==================== design 1
## src/rtl/alu_wb_sequencer.sv

```systemverilog
// Purpose: sequences completed ALU operations into register-file and flag-register writebacks
//          (one beat for single-result ops, two beats for MUL/DIV that produce result_1).
// Latency: beat 0 one cycle after the accepting edge, beat 1 two cycles; in_ready drops for one cycle behind a dual op.
// Ports:   clk/reset_n; issue slot in_valid/in_ready + in_* fields; rf_we/rf_waddr/rf_wdata;
//          flag_we/flag_wdata; busy. All outputs are registered and zero while idle or in reset.
module alu_wb_sequencer (
    input  logic        clk,
    input  logic        reset_n,
    input  logic        in_valid,
    output logic        in_ready,
    input  logic        in_alu_en,
    input  logic [4:0]  in_opcode,
    input  logic [2:0]  in_rd,
    input  logic        in_op2_zero,
    input  logic [15:0] in_result_0,
    input  logic [15:0] in_result_1,
    input  logic [15:0] in_flags,
    output logic        rf_we,
    output logic [2:0]  rf_waddr,
    output logic [15:0] rf_wdata,
    output logic        flag_we,
    output logic [15:0] flag_wdata,
    output logic        busy
);

    // Opcode encodings, kept identical to the ALU's parameters.v.
    localparam logic [4:0] OP_ADD  = 5'd0;
    localparam logic [4:0] OP_MUL  = 5'd1;
    localparam logic [4:0] OP_SUB  = 5'd2;
    localparam logic [4:0] OP_DIV  = 5'd3;
    localparam logic [4:0] OP_NOT  = 5'd4;
    localparam logic [4:0] OP_AND  = 5'd5;
    localparam logic [4:0] OP_OR   = 5'd6;
    localparam logic [4:0] OP_XOR  = 5'd7;
    localparam logic [4:0] OP_INC  = 5'd8;
    localparam logic [4:0] OP_CMP  = 5'd9;
    localparam logic [4:0] OP_RR   = 5'd10;
    localparam logic [4:0] OP_RL   = 5'd11;
    localparam logic [4:0] OP_SETB = 5'd12;
    localparam logic [4:0] OP_CLRB = 5'd13;
    localparam logic [4:0] OP_CPLB = 5'd14;
    localparam logic [4:0] OP_SETF = 5'd15;
    localparam logic [4:0] OP_CLRF = 5'd16;
    localparam logic [4:0] OP_CPLF = 5'd17;
    localparam logic [4:0] OP_LBL  = 5'd18;
    localparam logic [4:0] OP_LBH  = 5'd19;
    localparam logic [4:0] OP_MOV  = 5'd20;

    typedef enum logic [1:0] {S_IDLE, S_WB0, S_WB1} state_t;
    typedef enum logic [2:0] {C_NOP, C_SINGLE, C_DUAL, C_FLAG, C_MOVE} cls_t;

    state_t      state_q, state_d;
    cls_t        cls_q, cls_d, in_cls;
    logic [2:0]  rd_q, rd_d;
    logic [15:0] r1_q, r1_d;
    logic        accept;

    logic        in_ready_q, in_ready_d;
    logic        rf_we_q, rf_we_d;
    logic [2:0]  rf_waddr_q, rf_waddr_d;
    logic [15:0] rf_wdata_q, rf_wdata_d;
    logic        flag_we_q, flag_we_d;
    logic [15:0] flag_wdata_q, flag_wdata_d;
    logic        busy_q, busy_d;

    // Writeback class of the op currently in the issue slot.
    always_comb begin
        in_cls = C_NOP;
        case (in_opcode)
            OP_ADD, OP_SUB, OP_NOT, OP_AND, OP_OR, OP_XOR, OP_INC,
            OP_RR, OP_RL, OP_SETB, OP_CLRB, OP_CPLB:
                in_cls = in_alu_en ? C_SINGLE : C_NOP;
            OP_MUL:
                in_cls = in_alu_en ? C_DUAL : C_NOP;
            // Divide by zero yields no result_1, so it collapses to one beat.
            OP_DIV:
                in_cls = in_alu_en ? (in_op2_zero ? C_SINGLE : C_DUAL) : C_NOP;
            OP_CMP, OP_SETF, OP_CLRF, OP_CPLF:
                in_cls = in_alu_en ? C_FLAG : C_NOP;
            OP_LBL, OP_LBH, OP_MOV:
                in_cls = in_alu_en ? C_NOP : C_MOVE;
            default:
                in_cls = C_NOP;
        endcase
    end

    always_comb begin
        accept  = in_valid && in_ready_q;
        state_d = state_q;
        cls_d   = cls_q;
        rd_d    = rd_q;
        r1_d    = r1_q;

        if (accept) begin
            cls_d = in_cls;
            rd_d  = in_rd;
            r1_d  = in_result_1;
        end

        case (state_q)
            S_IDLE:  state_d = accept ? S_WB0 : S_IDLE;
            S_WB0: begin
                if (cls_q == C_DUAL) state_d = S_WB1;
                else if (accept)     state_d = S_WB0;
                else                 state_d = S_IDLE;
            end
            S_WB1:   state_d = accept ? S_WB0 : S_IDLE;
            default: state_d = S_IDLE;
        endcase

        // Outputs are computed for the state being entered so they line up with it.
        rf_we_d      = 1'b0;
        rf_waddr_d   = 3'd0;
        rf_wdata_d   = 16'd0;
        flag_we_d    = 1'b0;
        flag_wdata_d = 16'd0;

        if (state_d == S_WB0) begin
            // WB0 is only entered on an accept, so result_0/flags come straight from the slot.
            if (cls_d == C_SINGLE || cls_d == C_DUAL || cls_d == C_MOVE) begin
                rf_we_d    = 1'b1;
                rf_waddr_d = rd_d;
                rf_wdata_d = in_result_0;
            end
            if (cls_d == C_SINGLE || cls_d == C_DUAL || cls_d == C_FLAG) begin
                flag_we_d    = 1'b1;
                flag_wdata_d = in_flags;
            end
        end else if (state_d == S_WB1) begin
            rf_we_d    = 1'b1;
            rf_waddr_d = rd_q + 3'd1;   // wraps r7 -> r0
            rf_wdata_d = r1_q;
        end

        in_ready_d = !(state_d == S_WB0 && cls_d == C_DUAL);
        busy_d     = (state_d != S_IDLE);
    end

    always_ff @(posedge clk or negedge reset_n) begin
        if (!reset_n) begin
            state_q      <= S_IDLE;
            cls_q        <= C_NOP;
            rd_q         <= 3'd0;
            r1_q         <= 16'd0;
            in_ready_q   <= 1'b0;
            rf_we_q      <= 1'b0;
            rf_waddr_q   <= 3'd0;
            rf_wdata_q   <= 16'd0;
            flag_we_q    <= 1'b0;
            flag_wdata_q <= 16'd0;
            busy_q       <= 1'b0;
        end else begin
            state_q      <= state_d;
            cls_q        <= cls_d;
            rd_q         <= rd_d;
            r1_q         <= r1_d;
            in_ready_q   <= in_ready_d;
            rf_we_q      <= rf_we_d;
            rf_waddr_q   <= rf_waddr_d;
            rf_wdata_q   <= rf_wdata_d;
            flag_we_q    <= flag_we_d;
            flag_wdata_q <= flag_wdata_d;
            busy_q       <= busy_d;
        end
    end

    assign in_ready   = in_ready_q;
    assign rf_we      = rf_we_q;
    assign rf_waddr   = rf_waddr_q;
    assign rf_wdata   = rf_wdata_q;
    assign flag_we    = flag_we_q;
    assign flag_wdata = flag_wdata_q;
    assign busy       = busy_q;

endmodule

```

## config.mk

```make
export PLATFORM = sky130hd
export DESIGN_NAME = alu_wb_sequencer
export DESIGN_NICKNAME = d
export VERILOG_FILES = /design/src/rtl/alu_wb_sequencer.sv
export SDC_FILE = /design/constraint.sdc
export NUM_CORES = 1
export LEC_CHECK = 0
export ABC_AREA = 1
export ABC_CLOCK_PERIOD_IN_PS = 2009
export CAP_MARGIN = 0
export CORE_MARGIN = 8
export CORE_UTILIZATION = 30
export CTS_CLUSTER_DIAMETER = 40
export CTS_CLUSTER_SIZE = 14
export DETAILED_ROUTE_END_ITERATION = 8
export PLACE_DENSITY_LB_ADDON = 0.25
export SLEW_MARGIN = 15
export SYNTH_ARGS = -nofsm -noshare
export SYNTH_HDL_FRONTEND = slang
export SYNTH_SLANG_ARGS = --single-unit
```

## constraint.sdc

```tcl
create_clock -name clk -period 2.01 [get_ports clk]
set_input_delay 0.402 -clock clk [delete_from_list [all_inputs] [get_ports clk]]
set_output_delay 0.402 -clock clk [all_outputs]
set_load 0.1 [all_outputs]
```

==================== design 2
<file path="src/rtl/insn_decode_stage_pkg.sv">
// Shared types and opcode constants for the fetch-to-issue decode stage.
package insn_decode_stage_pkg;

    typedef logic [4:0] RegId;
    typedef logic [9:0] SysRegId;

    typedef enum logic [2:0] {
        IC_OTHER,
        IC_NOP,
        IC_MTS,
        IC_MFS,
        IC_RET,
        IC_JSRR
    } InsnClass;

    typedef struct packed {
        InsnClass cls;
        RegId     rd;
        RegId     ra;
        logic     rd_we;
        SysRegId  sysreg;
    } DecodedInsn;

    localparam logic [7:0]  OPC_MTS = 8'h0D;
    localparam logic [7:0]  OPC_MFS = 8'h0C;
    localparam logic [4:0]  GRP_SEQ = 5'b01001;
    localparam int unsigned DEC_W   = $bits(DecodedInsn);

    function automatic logic is_branch(InsnClass c);
        return (c == IC_RET) || (c == IC_JSRR);
    endfunction

    function automatic logic is_sysreg(InsnClass c);
        return (c == IC_MTS) || (c == IC_MFS);
    endfunction

endpackage

</file>
<file path="src/rtl/insn_decode_lane.sv">
// Single-opcode classifier and field extractor; purely combinational.
module insn_decode_lane
    import insn_decode_stage_pkg::*;
(
    input  logic [31:0]      op,
    output logic [DEC_W-1:0] dec
);

    DecodedInsn d;
    logic       sys_grp;
    logic       seq_grp;

    always_comb begin
        sys_grp  = (op[31:23] == 9'd0);
        seq_grp  = (op[31:27] == GRP_SEQ);
        d        = '0;
        d.cls    = IC_OTHER;
        d.rd     = op[22:18];
        d.ra     = op[17:13];
        d.rd_we  = 1'b1;
        // Classes are tested in priority order; each clears the fields it does not use.
        if (sys_grp && (op[7:2] == 6'd0) && op[0]) begin
            d       = '0;
            d.cls   = IC_NOP;
        end else if (sys_grp && (op[7:0] == OPC_MTS)) begin
            d        = '0;
            d.cls    = IC_MTS;
            d.ra     = op[17:13];
            d.sysreg = {op[22:18], op[12:8]};
        end else if (sys_grp && (op[7:0] == OPC_MFS)) begin
            d        = '0;
            d.cls    = IC_MFS;
            d.rd     = op[22:18];
            d.rd_we  = 1'b1;
            d.sysreg = op[17:8];
        end else if (seq_grp && (op[26:23] == 4'b0000)) begin
            d       = '0;
            d.cls   = IC_RET;
        end else if (seq_grp && (op[26:23] == 4'b0010) && (op[20:18] == 3'b000)) begin
            d       = '0;
            d.cls   = IC_JSRR;
            d.ra    = op[17:13];
        end
    end

    assign dec = d;

endmodule

</file>
<file path="src/rtl/insn_decode_stage.sv">
// Registered decode stage: holds one fetch bundle and issues it downstream in chunks.
module insn_decode_stage
    import insn_decode_stage_pkg::*;
#(
    parameter int unsigned LANES         = 2,
    parameter int unsigned PC_W          = 32,
    parameter int unsigned SYSREG_SERIAL = 1
) (
    input  logic                   clk,
    input  logic                   rst_n,
    input  logic                   flush,
    input  logic                   in_valid,
    output logic                   in_ready,
    input  logic [LANES-1:0]       in_lane_valid,
    input  logic [LANES*32-1:0]    in_insn,
    input  logic [PC_W-1:0]        in_pc,
    output logic                   out_valid,
    input  logic                   out_ready,
    output logic [LANES-1:0]       out_lane_valid,
    output logic [LANES*DEC_W-1:0] out_dec,
    output logic [PC_W-1:0]        out_pc
);

    localparam int unsigned PTR_W = $clog2(LANES + 1);

    logic                   hold_valid_q, hold_valid_d;
    logic [LANES-1:0]       hold_lv_q, hold_lv_d;
    logic [LANES*32-1:0]    hold_insn_q, hold_insn_d;
    logic [PC_W-1:0]        hold_pc_q, hold_pc_d;
    logic [PTR_W-1:0]       ptr_q, ptr_d;

    logic [LANES*DEC_W-1:0] dec_all;
    logic [LANES-1:0]       chunk_mask;
    logic [PTR_W-1:0]       end_ptr;
    logic                   last_chunk;
    logic                   taken, stop, has_br, rest, serial;
    InsnClass               scan_cls;
    logic                   accept, fire;

    for (genvar g = 0; g < LANES; g++) begin : g_lane
        insn_decode_lane u_lane (
            .op  (hold_insn_q[32*g +: 32]),
            .dec (dec_all[DEC_W*g +: DEC_W])
        );
    end

    // Chunk = remaining lanes from ptr, cut before a later serialising op, or inclusively at a branch.
    always_comb begin
        chunk_mask = '0;
        end_ptr    = ptr_q;
        taken      = 1'b0;
        stop       = 1'b0;
        has_br     = 1'b0;
        rest       = 1'b0;
        serial     = 1'b0;
        scan_cls   = IC_OTHER;
        for (int unsigned i = 0; i < LANES; i++) begin
            scan_cls = InsnClass'(dec_all[DEC_W*i + (DEC_W-3) +: 3]);
            serial   = (SYSREG_SERIAL != 0) && is_sysreg(scan_cls);
            if (hold_valid_q && hold_lv_q[i] && (i >= 32'(ptr_q)) && !stop) begin
                if (serial && taken) begin
                    stop = 1'b1;
                end else begin
                    chunk_mask[i] = 1'b1;
                    end_ptr       = PTR_W'(i + 1);
                    taken         = 1'b1;
                    if (serial || is_branch(scan_cls)) stop = 1'b1;
                    if (is_branch(scan_cls)) has_br = 1'b1;
                end
            end
        end
        for (int unsigned i = 0; i < LANES; i++) begin
            if (hold_lv_q[i] && (i >= 32'(end_ptr))) rest = 1'b1;
        end
        last_chunk = has_br || !rest;
    end

    always_comb begin
        out_dec = '0;
        for (int unsigned i = 0; i < LANES; i++) begin
            if (chunk_mask[i]) out_dec[DEC_W*i +: DEC_W] = dec_all[DEC_W*i +: DEC_W];
        end
    end

    assign out_valid      = |chunk_mask;
    assign out_lane_valid = chunk_mask;
    assign out_pc         = hold_pc_q;
    assign in_ready       = !flush && (!hold_valid_q || (out_ready && last_chunk));
    assign accept         = in_valid && in_ready;
    assign fire           = out_valid && out_ready;

    always_comb begin
        hold_valid_d = hold_valid_q;
        hold_lv_d    = hold_lv_q;
        hold_insn_d  = hold_insn_q;
        hold_pc_d    = hold_pc_q;
        ptr_d        = ptr_q;
        if (flush) begin
            hold_valid_d = 1'b0;
            ptr_d        = '0;
        end else if (accept) begin
            hold_valid_d = |in_lane_valid;
            hold_lv_d    = in_lane_valid;
            hold_insn_d  = in_insn;
            hold_pc_d    = in_pc;
            ptr_d        = '0;
        end else if (fire) begin
            if (last_chunk) begin
                hold_valid_d = 1'b0;
                ptr_d        = '0;
            end else begin
                ptr_d = end_ptr;
            end
        end
    end

    always_ff @(posedge clk or negedge rst_n) begin
        if (!rst_n) begin
            hold_valid_q <= 1'b0;
            hold_lv_q    <= '0;
            hold_insn_q  <= '0;
            hold_pc_q    <= '0;
            ptr_q        <= '0;
        end else begin
            hold_valid_q <= hold_valid_d;
            hold_lv_q    <= hold_lv_d;
            hold_insn_q  <= hold_insn_d;
            hold_pc_q    <= hold_pc_d;
            ptr_q        <= ptr_d;
        end
    end

endmodule

</file>
<file path="config.mk">
export PLATFORM = sky130hd
export DESIGN_NAME = insn_decode_stage
export DESIGN_NICKNAME = d
export VERILOG_FILES = /design/src/rtl/insn_decode_stage_pkg.sv /design/src/rtl/insn_decode_lane.sv /design/src/rtl/insn_decode_stage.sv
export SDC_FILE = /design/constraint.sdc
export NUM_CORES = 1
export LEC_CHECK = 0
export ABC_AREA = 1
export CAP_MARGIN = 15
export CORE_ASPECT_RATIO = 0.8
export CORE_MARGIN = 2
export CORE_UTILIZATION = 28
export CTS_BUF_LIST = sky130_fd_sc_hd__clkbuf_8
export DETAILED_ROUTE_END_ITERATION = 8
export GPL_TIMING_DRIVEN = 0
export SLEW_MARGIN = 20
export SYNTH_ARGS = -nofsm -noshare
export SYNTH_HDL_FRONTEND = slang
export SYNTH_SLANG_ARGS = --single-unit
</file>
<file path="constraint.sdc">
create_clock -name clk -period 2.1 [get_ports clk]
set_input_delay 0.21 -clock clk [delete_from_list [all_inputs] [get_ports clk]]
set_output_delay 0.21 -clock clk [all_outputs]
set_load 0.05 [all_outputs]
</file>
==================== design 3
[src/rtl/lm_sm_sequencer.sv]
// lm_sm_sequencer: walks an 8-bit register list from R0 upward for LM/SM.
// Each selected register gets one SCAN cycle and then an ACCESS phase that
// lasts until mem_ready. The SCAN cycle selects the register and loads the
// memory address. The ACCESS phase drives one memory access and, for LM only,
// the register-file write strobe.
module lm_sm_sequencer #(
    parameter int unsigned ADDR_W = 16,
    parameter int unsigned NREG   = 8
) (
    input  logic                      clk,
    input  logic                      reset,
    input  logic                      start,
    input  logic                      mode,
    input  logic [NREG-1:0]           reg_list,
    input  logic [ADDR_W-1:0]         base_addr,
    input  logic                      mem_ready,
    output logic                      busy,
    output logic                      done,
    output logic [$clog2(NREG)-1:0]   rf_addr,
    output logic                      rf_write_n,
    output logic [ADDR_W-1:0]         mem_addr,
    output logic                      mem_read,
    output logic                      mem_write,
    output logic [ADDR_W-1:0]         next_addr
);

    localparam int unsigned RA_W = $clog2(NREG);

    typedef enum logic [1:0] {
        IDLE   = 2'd0,
        SCAN   = 2'd1,
        ACCESS = 2'd2,
        DONE   = 2'd3
    } state_t;

    state_t              state_q, state_d;
    logic [NREG-1:0]     list_q, list_d;
    logic                mode_q, mode_d;
    logic [ADDR_W-1:0]   addr_q, addr_d;
    logic [NREG-1:0]     list_rest;

    logic                busy_d, done_d, mem_read_d, mem_write_d;
    logic [RA_W-1:0]     rf_addr_d;
    logic [ADDR_W-1:0]   mem_addr_d, next_addr_d;

    // Index of the lowest set bit; R0 has the highest priority
    function automatic logic [RA_W-1:0] lowest_set(input logic [NREG-1:0] v);
        lowest_set = '0;
        for (int i = int'(NREG) - 1; i >= 0; i--) begin
            if (v[i]) lowest_set = RA_W'(i);
        end
    endfunction

    // Remaining list once the lowest set bit (the register being serviced) is cleared
    assign list_rest = list_q & (list_q - NREG'(1));

    // State, latched transfer context and registered outputs
    always_ff @(posedge clk or posedge reset) begin
        if (reset) begin
            state_q   <= IDLE;
            list_q    <= '0;
            mode_q    <= 1'b0;
            addr_q    <= '0;
            busy      <= 1'b0;
            done      <= 1'b0;
            rf_addr   <= '0;
            mem_addr  <= '0;
            mem_read  <= 1'b0;
            mem_write <= 1'b0;
            next_addr <= '0;
        end else begin
            state_q   <= state_d;
            list_q    <= list_d;
            mode_q    <= mode_d;
            addr_q    <= addr_d;
            busy      <= busy_d;
            done      <= done_d;
            rf_addr   <= rf_addr_d;
            mem_addr  <= mem_addr_d;
            mem_read  <= mem_read_d;
            mem_write <= mem_write_d;
            next_addr <= next_addr_d;
        end
    end

    // Next-state and transfer-context update
    always_comb begin
        state_d = state_q;
        list_d  = list_q;
        mode_d  = mode_q;
        addr_d  = addr_q;
        unique case (state_q)
            IDLE: begin
                if (start) begin
                    list_d  = reg_list;
                    mode_d  = mode;
                    addr_d  = base_addr;
                    state_d = (reg_list == '0) ? DONE : SCAN;
                end
            end
            SCAN: state_d = ACCESS;
            ACCESS: begin
                if (mem_ready) begin
                    list_d  = list_rest;
                    addr_d  = addr_q + ADDR_W'(1);
                    state_d = (list_rest == '0) ? DONE : SCAN;
                end
            end
            DONE: state_d = IDLE;
            default: state_d = IDLE;
        endcase
    end

    // Output decode: registered outputs follow the next state; write strobe is combinational
    always_comb begin
        busy_d      = (state_d != IDLE);
        done_d      = (state_d == DONE);
        mem_read_d  = (state_d == ACCESS) && !mode_d;
        mem_write_d = (state_d == ACCESS) && mode_d;
        rf_addr_d   = rf_addr;
        mem_addr_d  = mem_addr;
        next_addr_d = next_addr;
        if (state_q == SCAN) rf_addr_d = lowest_set(list_q);
        if (state_d == SCAN) mem_addr_d = addr_d;
        if (state_d == DONE) next_addr_d = addr_d;
        rf_write_n = !((state_q == ACCESS) && !mode_q && mem_ready);
    end

endmodule
[config.mk]
export PLATFORM = sky130hd
export DESIGN_NAME = lm_sm_sequencer
export DESIGN_NICKNAME = d
export VERILOG_FILES = /design/src/rtl/lm_sm_sequencer.sv
export SDC_FILE = /design/constraint.sdc
export NUM_CORES = 1
export LEC_CHECK = 0
export CAP_MARGIN = 20
export CORE_MARGIN = 4
export CORE_UTILIZATION = 51
export CTS_CLUSTER_DIAMETER = 120
export CTS_CLUSTER_SIZE = 24
export DETAILED_ROUTE_END_ITERATION = 6
export PLACE_DENSITY = 0.88
export SYNTH_ARGS = -nofsm -noshare
export SYNTH_HDL_FRONTEND = slang
export SYNTH_SLANG_ARGS = --single-unit
[constraint.sdc]
create_clock -name clk -period 5.4 [get_ports clk]
set_clock_uncertainty 0.05 [all_clocks]
set_input_delay 0.81 -clock clk [delete_from_list [all_inputs] [get_ports clk]]
set_output_delay 0.81 -clock clk [all_outputs]
set_load 0.005 [all_outputs]
==================== design 4
**config.mk**
```make
export PLATFORM = sky130hd
export DESIGN_NAME = prod_accumulator
export DESIGN_NICKNAME = d
export VERILOG_FILES = /design/src/rtl/prod_acc_pkg.sv /design/src/rtl/prod_accumulator.sv
export SDC_FILE = /design/constraint.sdc
export NUM_CORES = 1
export LEC_CHECK = 0
export ABC_AREA = 1
export CELL_PAD_IN_SITES_DETAIL_PLACEMENT = 0
export CELL_PAD_IN_SITES_GLOBAL_PLACEMENT = 1
export CORE_ASPECT_RATIO = 1.75
export CORE_MARGIN = 8
export CORE_UTILIZATION = 35
export CTS_CLUSTER_SIZE = 16
export DETAILED_ROUTE_END_ITERATION = 12
export PLACE_DENSITY = 0.83
export SYNTH_ARGS = -nofsm -noshare
export SYNTH_HDL_FRONTEND = slang
export SYNTH_SLANG_ARGS = --single-unit
```
**constraint.sdc**
```tcl
create_clock -name clk -period 2.05 [get_ports clk]
set_input_delay 0.41 -clock clk [delete_from_list [all_inputs] [get_ports clk]]
set_output_delay 0.41 -clock clk [all_outputs]
set_load 0.02 [all_outputs]
```
**src/rtl/prod_acc_pkg.sv**
```systemverilog
// Shared types, default parameters and saturating-add helper for the
// product accumulator.
package prod_acc_pkg;

  typedef enum logic {
    ACC_IDLE = 1'b0,
    ACC_RUN  = 1'b1
  } acc_state_t;

  localparam int PROD_W_DFLT  = 16;
  localparam int N_TERMS_DFLT = 4;
  localparam int ACC_W_DFLT   = 18;
  localparam int CNT_W_DFLT   = 8;

  // Working width of the helper; any ACC_W up to this is supported.
  localparam int SAT_W = 64;

  typedef struct packed {
    logic             sat;
    logic [SAT_W-1:0] sum;
  } sat_res_t;

  // Adds two zero-extended operands and clamps to all-ones of 'width' bits.
  function automatic sat_res_t sat_add(input logic [SAT_W-1:0] acc,
                                       input logic [SAT_W-1:0] prod,
                                       input int               width);
    logic [SAT_W:0] one;
    logic [SAT_W:0] full;
    logic [SAT_W:0] limit;
    sat_res_t       res;
    one   = {{SAT_W{1'b0}}, 1'b1};
    full  = {1'b0, acc} + {1'b0, prod};
    limit = (one << width) - one;
    if (full > limit) begin
      res.sat = 1'b1;
      res.sum = limit[SAT_W-1:0];
    end else begin
      res.sat = 1'b0;
      res.sum = full[SAT_W-1:0];
    end
    return res;
  endfunction

endpackage

```
**src/rtl/prod_accumulator.sv**
```systemverilog
// Sums each group of N_TERMS valid products from the multiplier and presents
// the saturated group sum on a valid/ready output with overrun detection.
// The input is never back-pressured: a result that finds the output register
// still occupied is dropped and flagged.
module prod_accumulator
  import prod_acc_pkg::*;
#(
  parameter int PROD_W  = PROD_W_DFLT,
  parameter int N_TERMS = N_TERMS_DFLT,
  parameter int ACC_W   = ACC_W_DFLT,
  parameter int CNT_W   = CNT_W_DFLT
) (
  input  logic              clk,
  input  logic              reset_n,
  input  logic              in_valid,
  input  logic [PROD_W-1:0] in_prod,
  input  logic              clear,
  output logic              out_valid,
  input  logic              out_ready,
  output logic [ACC_W-1:0]  out_sum,
  output logic [CNT_W-1:0]  out_count,
  output logic              out_sat,
  output logic              out_overrun,
  output logic              busy
);

  localparam logic [CNT_W-1:0] LAST_CNT = CNT_W'(N_TERMS - 1);

  acc_state_t       state_q, state_d;
  logic [ACC_W-1:0] acc_q, acc_d;
  logic [CNT_W-1:0] cnt_q, cnt_d;
  logic             sat_q, sat_d;
  logic             valid_q, valid_d;
  logic [ACC_W-1:0] sum_q, sum_d;
  logic             osat_q, osat_d;
  logic             overrun_q, overrun_d;

  sat_res_t         add_res;
  logic [ACC_W-1:0] add_sum;
  logic             add_sat;
  logic             complete;

  // Running sum plus the incoming product; acc is zero while idle, so the
  // same adder also serves the first term of a group.
  always_comb begin
    add_res  = sat_add(SAT_W'(acc_q), SAT_W'(in_prod), ACC_W);
    add_sum  = add_res.sum[ACC_W-1:0];
    add_sat  = add_res.sat;
    complete = in_valid && !clear && (state_q == ACC_RUN) && (cnt_q == LAST_CNT);
  end

  // Next-state logic for the group FSM and the output holding register.
  always_comb begin
    // NOTE: every variable gets a default here so no path leaves it unassigned,
    // which would otherwise infer a latch.
    state_d   = state_q;
    acc_d     = acc_q;
    cnt_d     = cnt_q;
    sat_d     = sat_q;
    valid_d   = valid_q;
    sum_d     = sum_q;
    osat_d    = osat_q;
    overrun_d = overrun_q;

    if (clear) begin
      state_d   = ACC_IDLE;
      acc_d     = '0;
      cnt_d     = '0;
      sat_d     = 1'b0;
      valid_d   = 1'b0;
      overrun_d = 1'b0;
    end else begin
      if (in_valid) begin
        case (state_q)
          ACC_IDLE: begin
            acc_d   = add_sum;
            cnt_d   = {{(CNT_W-1){1'b0}}, 1'b1};
            sat_d   = add_sat;
            state_d = ACC_RUN;
          end
          ACC_RUN: begin
            if (complete) begin
              acc_d   = '0;
              cnt_d   = '0;
              sat_d   = 1'b0;
              state_d = ACC_IDLE;
            end else begin
              acc_d = add_sum;
              cnt_d = cnt_q + 1'b1;
              sat_d = sat_q | add_sat;
            end
          end
          default: state_d = ACC_IDLE;
        endcase
      end

      // A transfer frees the register; a completion on the same edge refills it.
      if (valid_q && out_ready) begin
        valid_d = 1'b0;
      end
      if (complete) begin
        if (!valid_q || out_ready) begin
          valid_d = 1'b1;
          sum_d   = add_sum;
          osat_d  = sat_q | add_sat;
        end else begin
          overrun_d = 1'b1;
        end
      end
    end
  end

  // State registers with asynchronous reset.
  always_ff @(posedge clk or negedge reset_n) begin
    // NOTE: sequential state uses non-blocking assignments so every register
    // samples the pre-edge values, independent of statement order.
    if (!reset_n) begin
      state_q   <= ACC_IDLE;
      acc_q     <= '0;
      cnt_q     <= '0;
      sat_q     <= 1'b0;
      valid_q   <= 1'b0;
      sum_q     <= '0;
      osat_q    <= 1'b0;
      overrun_q <= 1'b0;
    end else begin
      state_q   <= state_d;
      acc_q     <= acc_d;
      cnt_q     <= cnt_d;
      sat_q     <= sat_d;
      valid_q   <= valid_d;
      sum_q     <= sum_d;
      osat_q    <= osat_d;
      overrun_q <= overrun_d;
    end
  end

  assign out_valid   = valid_q;
  assign out_sum     = sum_q;
  assign out_sat     = osat_q;
  assign out_overrun = overrun_q;
  assign out_count   = cnt_q;
  assign busy        = (cnt_q != '0);

endmodule

```
Fig. 1: design 3, local utilization
9 x 9 tiles, from white (low) to dark blue (high), 0 to 100% covered.
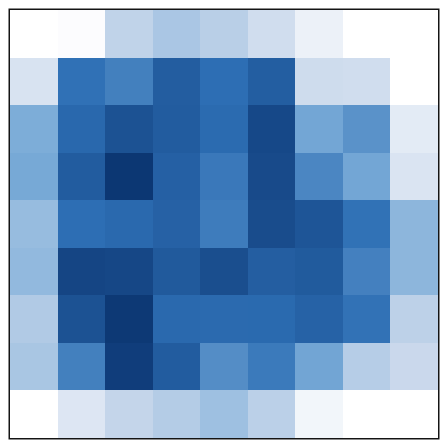
tiles over 75% full	37%
mean over tiles	54%
fullest tile	97%
densest ninth of the die	middle

Fig. 2: design 3, signal wires on met1
Scale bar: 20 um.
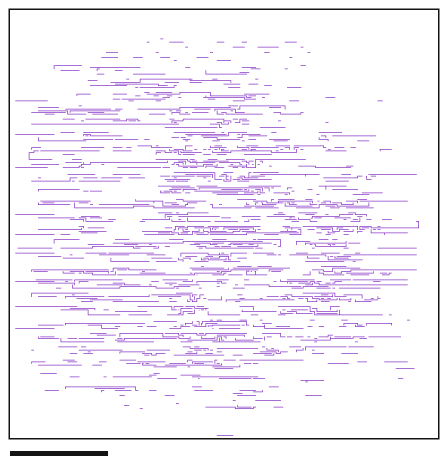
main direction	horizontal
share of all routed wire	41%

==> impl_metrics.csv, design 3 <==
group,metric,value,unit
run_status,status,"finished, final reports clean",
power,vdd_drop_max,0.330,mV
job,drv_cap,0,
yosys,syn_inst,288,
hold_path,holdPathStages,2,
critical_path,arrival,2.62,ns
final_layout,inverters_excl_clock,11,
final_layout,sh_seq_area,39.8,%
clocking,h-tree-depth,3,
floorplan,die_w,87.0,um
critical_path,cp-endpoint,"rf_write_n",
final_timing,finalSetupViolations,0,
drt,via_per_inst,5.99,
critical_path,slowest_delay,0.69,ns
global_route,use_met3,7.66,%
critical_path,worstReg2RegStart,"state_q[1]",
critical_path,critPathMaxFanout,10,
yosys,synthArstFlopShare,100,%
clocking,clkLatencyLatePin,0.35,ns
global_route,grt_use_met2,37.0,%
critical_path,worstPathRequired,4.54,ns
critical_path,end_kind,"primary output",
final_timing,rsz0062_at_grt,"false",
final_layout,logic_gates,195,
final_timing,slew_violations,0,
final_layout,n_fill_cell,432,
placement,preCtsSetupSlack,1.89,ns
drt,vias,2600,
global_route,track_usage,23.0,%
global_route,grt_pass1_vias,2664,
global_route,grt_max_degree,67,
critical_path,cp-start-kind,"input pin",
critical_path,worst_r2r_path_depth,5,
placement,dp_hpwl,5430,um
clocking,post_cts_buffers,0,
drt,post_drt_wl_per_cell,18.4,um
job,tool_warnings,26,
-- design 3: cells by family after synthesis --
kind of cell	count (synthesis)	share of synthesized area (%)
AND-OR/OR-AND	68	15.9
buffers and inverters	27	3.66
adder cells (fa/ha/maj)	3	1.02
AND/OR/NAND/NOR	91	14.9
flip-flops	66	51.9
multiplexers	33	12.6
-- design 3: state kept, by name, summed over array words and instances, names as in the netlist --
name	flops
state_q	2
mem_write	1
addr_q	16
mem_read	1
next_addr	16
done	1
rf_addr	3
list_q	8
busy	1
mem_addr	16
mode_q	1
-- design 3: critical path, delay by kind of cell --
kind,cells,cell delay [ns]
buffers and inverters,2,1.15
AND/OR/NAND/NOR,2,0.66
-- design 3: routing by layer --
layer  vias up  share of wire, %
li1       1200                 -
met5         -                 0
met2       127                49
met1      1263                41
met4         0               1.3
met3        10               8.7
-- design 3: stage by stage --
stage | power [mW] | hold slack (ns)
4_1_cts | 2.59 | 0.433
2_1_floorplan | 1.59 | 0.380
3_3_place_gp | 2.01 | 0.415
5_1_grt | 2.77 | 0.461
6_report | 2.59 | 0.428
3_5_place_dp | 2.06 | 0.417
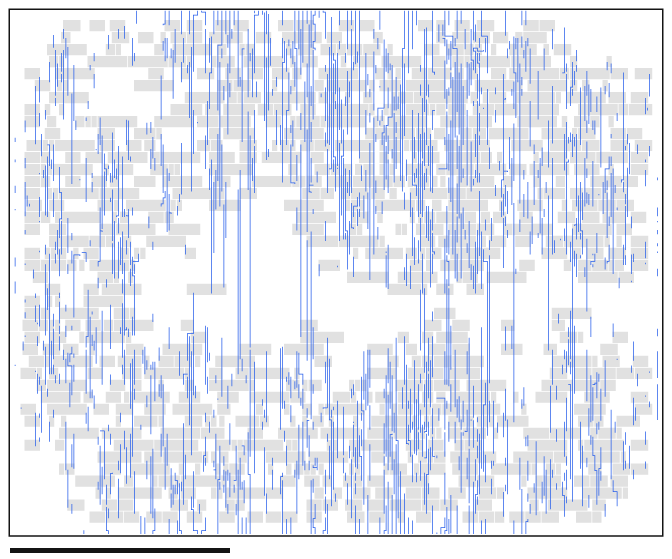
Fig. 3. Signal wires on met2 (design 2).
Scale bar: 50 um.
main direction	vertical
wire length on this layer	7690 um
longest straight run	61.9 um
share of all routed wire	46%

==> impl_metrics.csv, design 2 <==
group,metric,value,unit
global_route,track_usage,17.5,%
critical_path,rrSetupSlack,-0.50,ns
final_layout,final-seq-area,2530,um2
global_route,grt_pass1_vias,4643,
drt,via_per_inst,4.42,
critical_path,worstPathRequired,1.89,ns
critical_path,arrival,2.41,ns
critical_path,cpMostUsedCell,"nand2_2",
run_status,status,"finished, violations left",
final_timing,worstMarginPinSlew,0.520,ns
drt,met3_wirelength,1010,um
placement,place.gp.congestion,0.804,
yosys,flop_cell,"dfrtp_1",
run_status,violations,"negative setup slack",
clocking,post_cts_resized,480,
yosys,yosys_cells,595,
yosys,largest_area_cell,"dfrtp_1",
drt,dr.max_layer_used,"met4",
critical_path,worst_r2r_path_depth,18,
final_timing,finalSetupViolations,146,
yosys,ys_seq_share,54.5,%
critical_path,cp-start-kind,"flip-flop",
final_layout,logic_gates,411,
floorplan,nWellTaps,220,
clocking,h-tree-depth,3,
final_layout,bufAreaShareNonClock,34.8,%
clocking,clock_path_buffers,2,
global_route,grt_use_met2,26.3,%
final_layout,drive_above_1_share,47.0,%
final_timing,rsz0062_at_grt,"true",
drt,post_drt_wl_per_cell,15.2,um
final_timing,fin_ws,-0.516,ns
yosys,fp_nets,698,
drt,drt.antenna.violating_nets,0,
job,tool_warnings,29,
power,p_per_area,645,nW/um2
final_layout,lay_top_count,"clkdlybuf4s50_1",
final_timing,fin_setup_tns,-56.38,ns
final_layout,final_area,9600,um2
final_timing,finalCritPeriodShare,125,%
final_timing,fmax,382,MHz
yosys,synth_area,4640,um2
power,pg_comb,2.45,mW
-- design 2: critical path, delay by kind of cell, from the launching register on --
kind / cells / cell delay, ns
AND-OR/OR-AND: 1 / 0.21
AND/OR/NAND/NOR: 12 / 1.21
buffers and inverters: 1 / 0.19
flip-flops: 1 / 0.41
-- design 2: cell usage after synthesis, types with 5 or more instances --
cell / n
clkbuf_1: 8
a211oi_1: 10
inv_1: 56
o21ai_0: 13
buf_2: 5
buf_4: 8
nor2_1: 57
nand2_1: 256
dfrtp_1: 101
nor3_1: 17
nand3_1: 11
o21ai_1: 30
-- design 2: sequential cells by signal (all words and copies together), names as in the netlist --
register      cells
hold_lv_q         2
out_pc           32
ptr_q             2
hold_valid_q      1
hold_insn_q      64
-- design 2: kinds of logic (layout without fill, tap and decap cells) --
logic type,count (synthesis),after routing,share of synthesized area [%]
flip-flops,101,101,54.5
AND-OR/OR-AND,58,58,6.93
AND/OR/NAND/NOR,353,353,30.6
buffers and inverters,83,356,8.01
-- design 2: per-stage QoR --
stage               util [%]  cells
global route            58.5   1088
CTS                     50.8   1060
global placement        43.5   1001
detailed placement      43.7   1002
floorplan                  -    595
finish                  58.5   1088
Fig. 4: design 1, local utilization
11 x 11 tiles, from white (low) to dark blue (high), 0 to 100% covered.
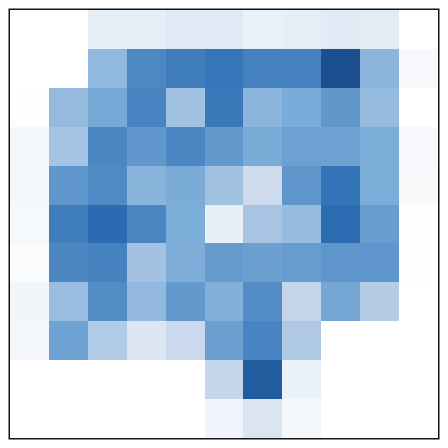
nearly empty tiles	24%
tiles over 75% full	3.3%
mean over tiles	32%
emptiest ninth of the die	bottom right
fullest tile	87%

==> impl_metrics.csv, design 1 <==
group,metric,value,unit
job,tool_warnings,26,
clocking,clock_path_buffers,2,
yosys,top_cell,"nand2_1",
drt,firstDrtPassIters,5,
final_timing,finalCriticalPeriod,1.91,ns
power,powerSeq,1.42,mW
critical_path,rrSetupSlack,0.42,ns
clocking,cts_hold_buf,0,
critical_path,path_class,"input pin to flip-flop",
placement,preCtsSetupSlack,-0.196,ns
final_layout,drive_above_1_share,21.9,%
final_layout,final_area,3930,um2
power,seq_power_share,40.5,%
final_layout,lay_top_cells,"nand2_1 (123), dfrtp_1 (62), clkdlybuf4s50_1 (56)",
power,p_total,3.50,mW
global_route,use_met3,5.73,%
yosys,yosys_area,2600,um2
final_layout,final_util,46.0,%
yosys,simple_gate_area_share,29.7,%
clocking,post_cts_buffers,0,
global_route,grt_max_degree,64,
drt,drt.antenna.violating_nets,0,
power,pg_comb,1.01,mW
floorplan,pin_count,100,
final_layout,lay_top_count,"nand2_1",
power,p_int,2.27,mW
yosys,area_leaders,"dfrtp_1 (61%), nand2_1 (18%), nand3_1 (4.2%)",
drt,drtIter0Drc,98,
run_status,status,"finished, final reports clean",
global_route,grt_pass1_wl,11000,um
drt,via_per_inst,4.22,
power,p_per_area,890,nW/um2
final_timing,finalClockSkew,0.00623,ns
final_layout,antenna_cells,0,
yosys,mux_share,0,%
global_route,grt_use_met2,18.8,%
power,clock_power,1.07,mW
power,switching_share,35.1,%
final_layout,fin_nets,468,
critical_path,worstReg2RegStart,"in_ready",
power,netSwitchingPower,1.23,mW
yosys,synth_area,2600,um2
yosys,avgSynthCellArea,8.91,um2
global_route,top_usage_layer,"met2",
drt,met3_wirelength,620,um
clocking,clkLatencyLatePin,0.33,ns
[design 1: worst max-delay path: stages]
cell	delay, ns
clkdlybuf4s50_1	0.60
inv_1	0.06
nand2_1	0.09
nand3_1	0.07
or2_1	0.24
o21ai_2	0.15
inv_2	0.06
nand2_1	0.06
nand2_1	0.08
buf_12	0.17
nand3_1	0.08
nand2_1	0.05
[design 1: worst max-delay path by stage]
stage,from,to,cells past startpoint
finish,in_opcode[1],rf_wdata[15],12
global route,in_opcode[1],rf_waddr[2],14
CTS,in_opcode[1],rf_wdata[15],12
detailed placement,in_opcode[1],rf_wdata[8],12
global placement,in_opcode[1],rf_wdata[8],12
floorplan,in_ready,rf_wdata[8],10
[design 1: area by class of cell]
type,instances,area (um2)
Clock inverter,4,45.0
Clock buffer,12,145
Multi-Input combinational cell,186,837
Timing Repair Buffer,114,1070
Fill cell,851,4620
Tap cell,108,135
Sequential cell,63,1580
Inverter,32,121
[design 1: state kept, by name (all words and copies together) (netlist names), 2 cells and up]
register / cells
r1_q: 16
rf_waddr: 3
flag_wdata: 16
cls_q: 3
rd_q: 3
state_q: 2
rf_wdata: 16
Fig. 5: design 4, signal wires on met2
Scale bar: 20 um.
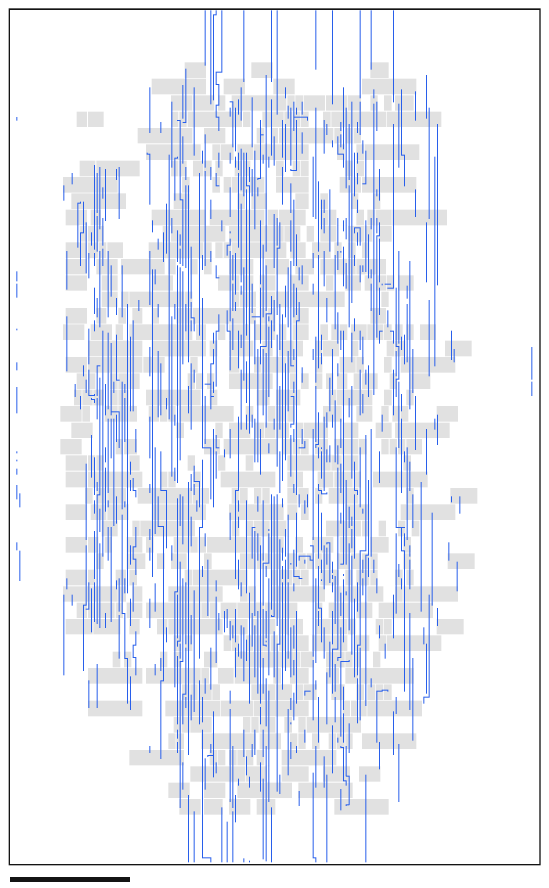
nets with wire on the layer	493
share of all routed wire	54%
wire length on this layer	5240 um
longest straight run	51.0 um
M2 GR Usage: 29.6%
detailed-route via count: 3179
post-detailed-routing wire length: 9660 um

==> impl_metrics.csv, design 4 <==
group,metric,value,unit
run_status,status,"finished, final reports clean",
floorplan,fp_util,35.6,%
power,p_total,3.08,mW
yosys,adder_share,7.73,%
clocking,cts_tree,"done",
placement,preCtsSetupSlack,-0.617,ns
yosys,ys_warn_count,0,
yosys,mux_share,0,%
critical_path,end_kind,"flip-flop",
critical_path,worstReg2RegStart,"acc_q[0]",
critical_path,path_class,"flip-flop to flip-flop",
final_layout,final_util,52.3,%
critical_path,rrSetupSlack,0.07,ns
final_timing,finalCritPeriodShare,96.4,%
critical_path,cp-endpoint,"acc_q[14]",
clocking,h-tree-depth,2,
hold_path,min_path_type,"input pin to asynchronous set/reset pin",
floorplan,die_w,88.0,um
clocking,post_cts_buffers,9,
clocking,clock_sinks,49,
yosys,avgSynthCellArea,7.08,um2
yosys,top_cell,"nand2_1",
floorplan,rows,46,
clocking,post_cts_resized,27,
global_route,grt_pass1_wl,15900,um
clocking,cts_buffers,5,
final_layout,n_fill_cell,867,
critical_path,slowest_delay,0.35,ns
final_layout,layout-area-overhead-vs-synth,47.1,%
global_route,grt_max_degree,50,
critical_path,cp-start-kind,"flip-flop",
critical_path,worstPathRequired,2.28,ns
final_timing,fin_ws,0.0736,ns
final_timing,hold_slack,0.217,ns
final_timing,slew-limit-headroom,58.4,%
drt,drtIter0Drc,114,
job,drv_cap,0,
yosys,largest_area_cell,"dfrtp_1",
final_timing,slew_violations,0,
placement,dp_cells,658,
drt,via_per_inst,4.70,
critical_path,crit-reg2reg-capture,"acc_q[14]",
floorplan,core_area,8920,um2
global_route,track_usage,16.2,%
## design 4: layer usage
metal | up-vias | track usage, % | routed length [um]
met5 | - | 0 | 0
met2 | 55 | 29.6 | 5240
li1 | 1610 | - | -
met1 | 1499 | 17.5 | 3860
met3 | 15 | 2.83 | 298
met4 | 0 | 6.75 | 258
## design 4: cells in the final DEF, fill, tap and decap left out, drive strengths merged
cell type / instances
ha: 18
clkdlybuf4s50: 38
nand2: 219
buf: 57
and2: 1
dfrtp: 49
xor2: 4
nand3: 24
nor3: 5
dlymetal6s2s: 6
o31ai: 1
dlygate4sd2: 5
inv: 51
xnor2: 5
o21a: 1
clkbuf: 8
nor2: 23
nand4: 2
a21oi: 14
o21ai: 17
nand3b: 7
fa: 1
## design 4: power breakdown
group | switching [mW] | internal, mW
clock network | 0.352 | 0.455
registers | 0.0600 | 1.03
logic | 0.614 | 0.566
total | 1.03 | 2.05
## design 4: area by class of cell
class                      count  area, um2  share of cell area (%)
multi-input combinational    342       2020                    43.2
sequential                    49       1230                    26.3
timing repair buffer         106        945                    20.2
inverter                      51        191                    4.10
tap                          120        150                    3.22
clock buffer                   8        136                    2.92

## Gallery

Signal wires on met3.
picture 1
Scale bar: 20 um.
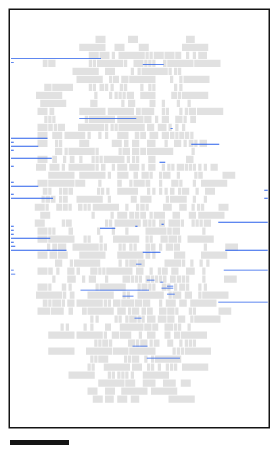
picture 2
Scale bar: 20 um.
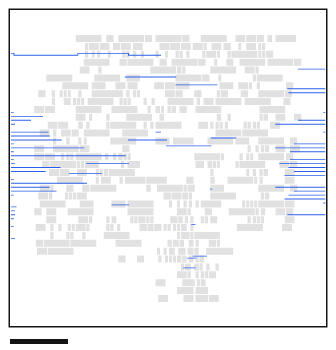
picture 3
Scale bar: 20 um.
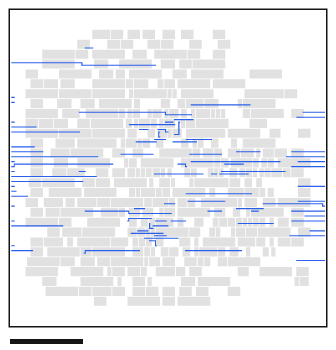
picture 4
Scale bar: 50 um.
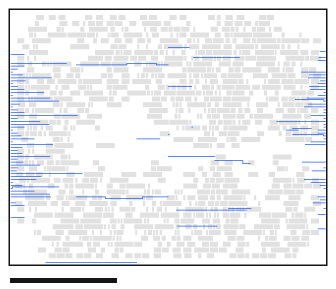
- design 2 = picture 4
- design 1 = picture 2
- design 3 = picture 3
- design 4 = picture 1
The one with the largest die is picture 4.
The one with the smallest die is picture 3.



==> notes/layouts.md <==
Pictures saved along the way, in no particular order.

Signal wires on met1.
image #1
Scale bar: 20 um.
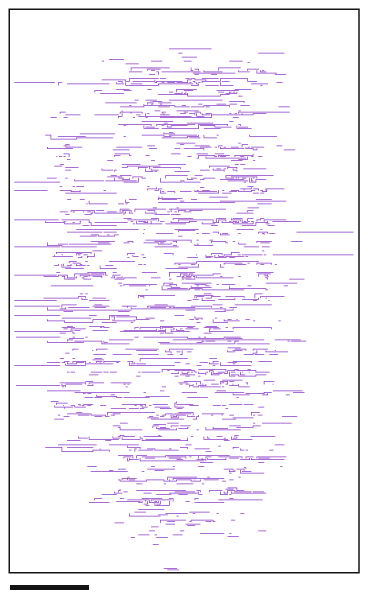
image #2
Scale bar: 50 um.
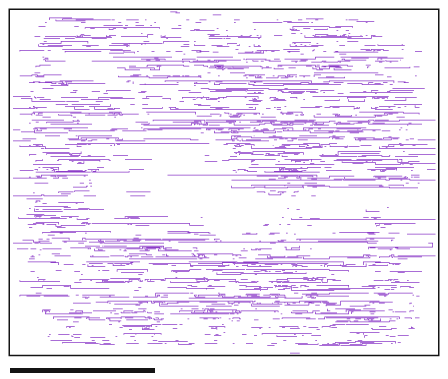
image #3
Scale bar: 20 um.
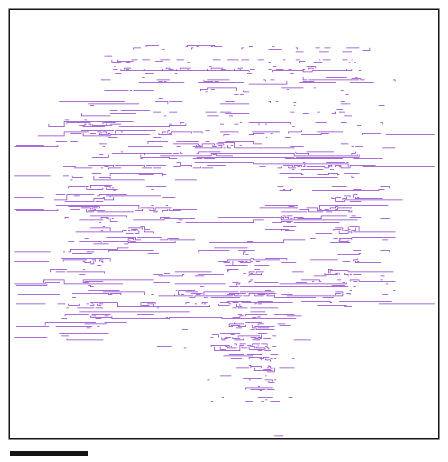
- largest die: image #2
image #2 -> design 2
image #3 -> design 1
image #1 -> design 4

Key to image #3:
nets with wire on the layer	415
longest straight run	32.7 um


## Gallery

Routing congestion map.
shot_01.png
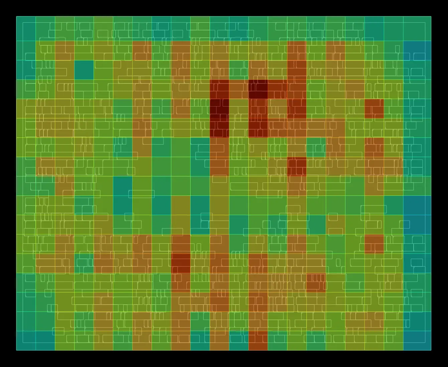
shot_02.png
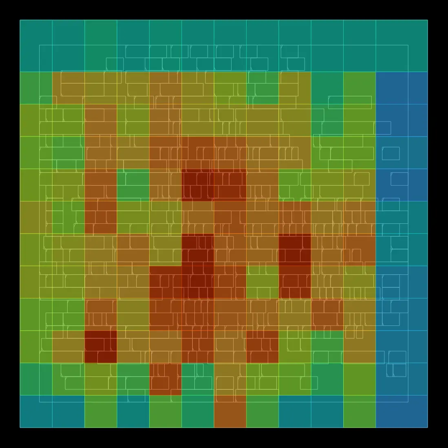
shot_03.png
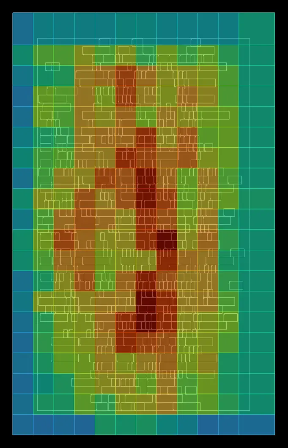
shot_04.png
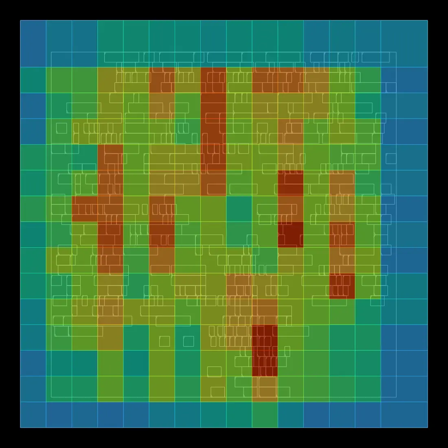
- highest utilization: shot_02.png
- lowest track usage: shot_04.png
| picture | from |
|---|---|
| shot_02.png | design 3 |
| shot_04.png | design 1 |
| shot_03.png | design 4 |
| shot_01.png | design 2 |

No activity file was given, so power comes from the tool's default toggle rates.
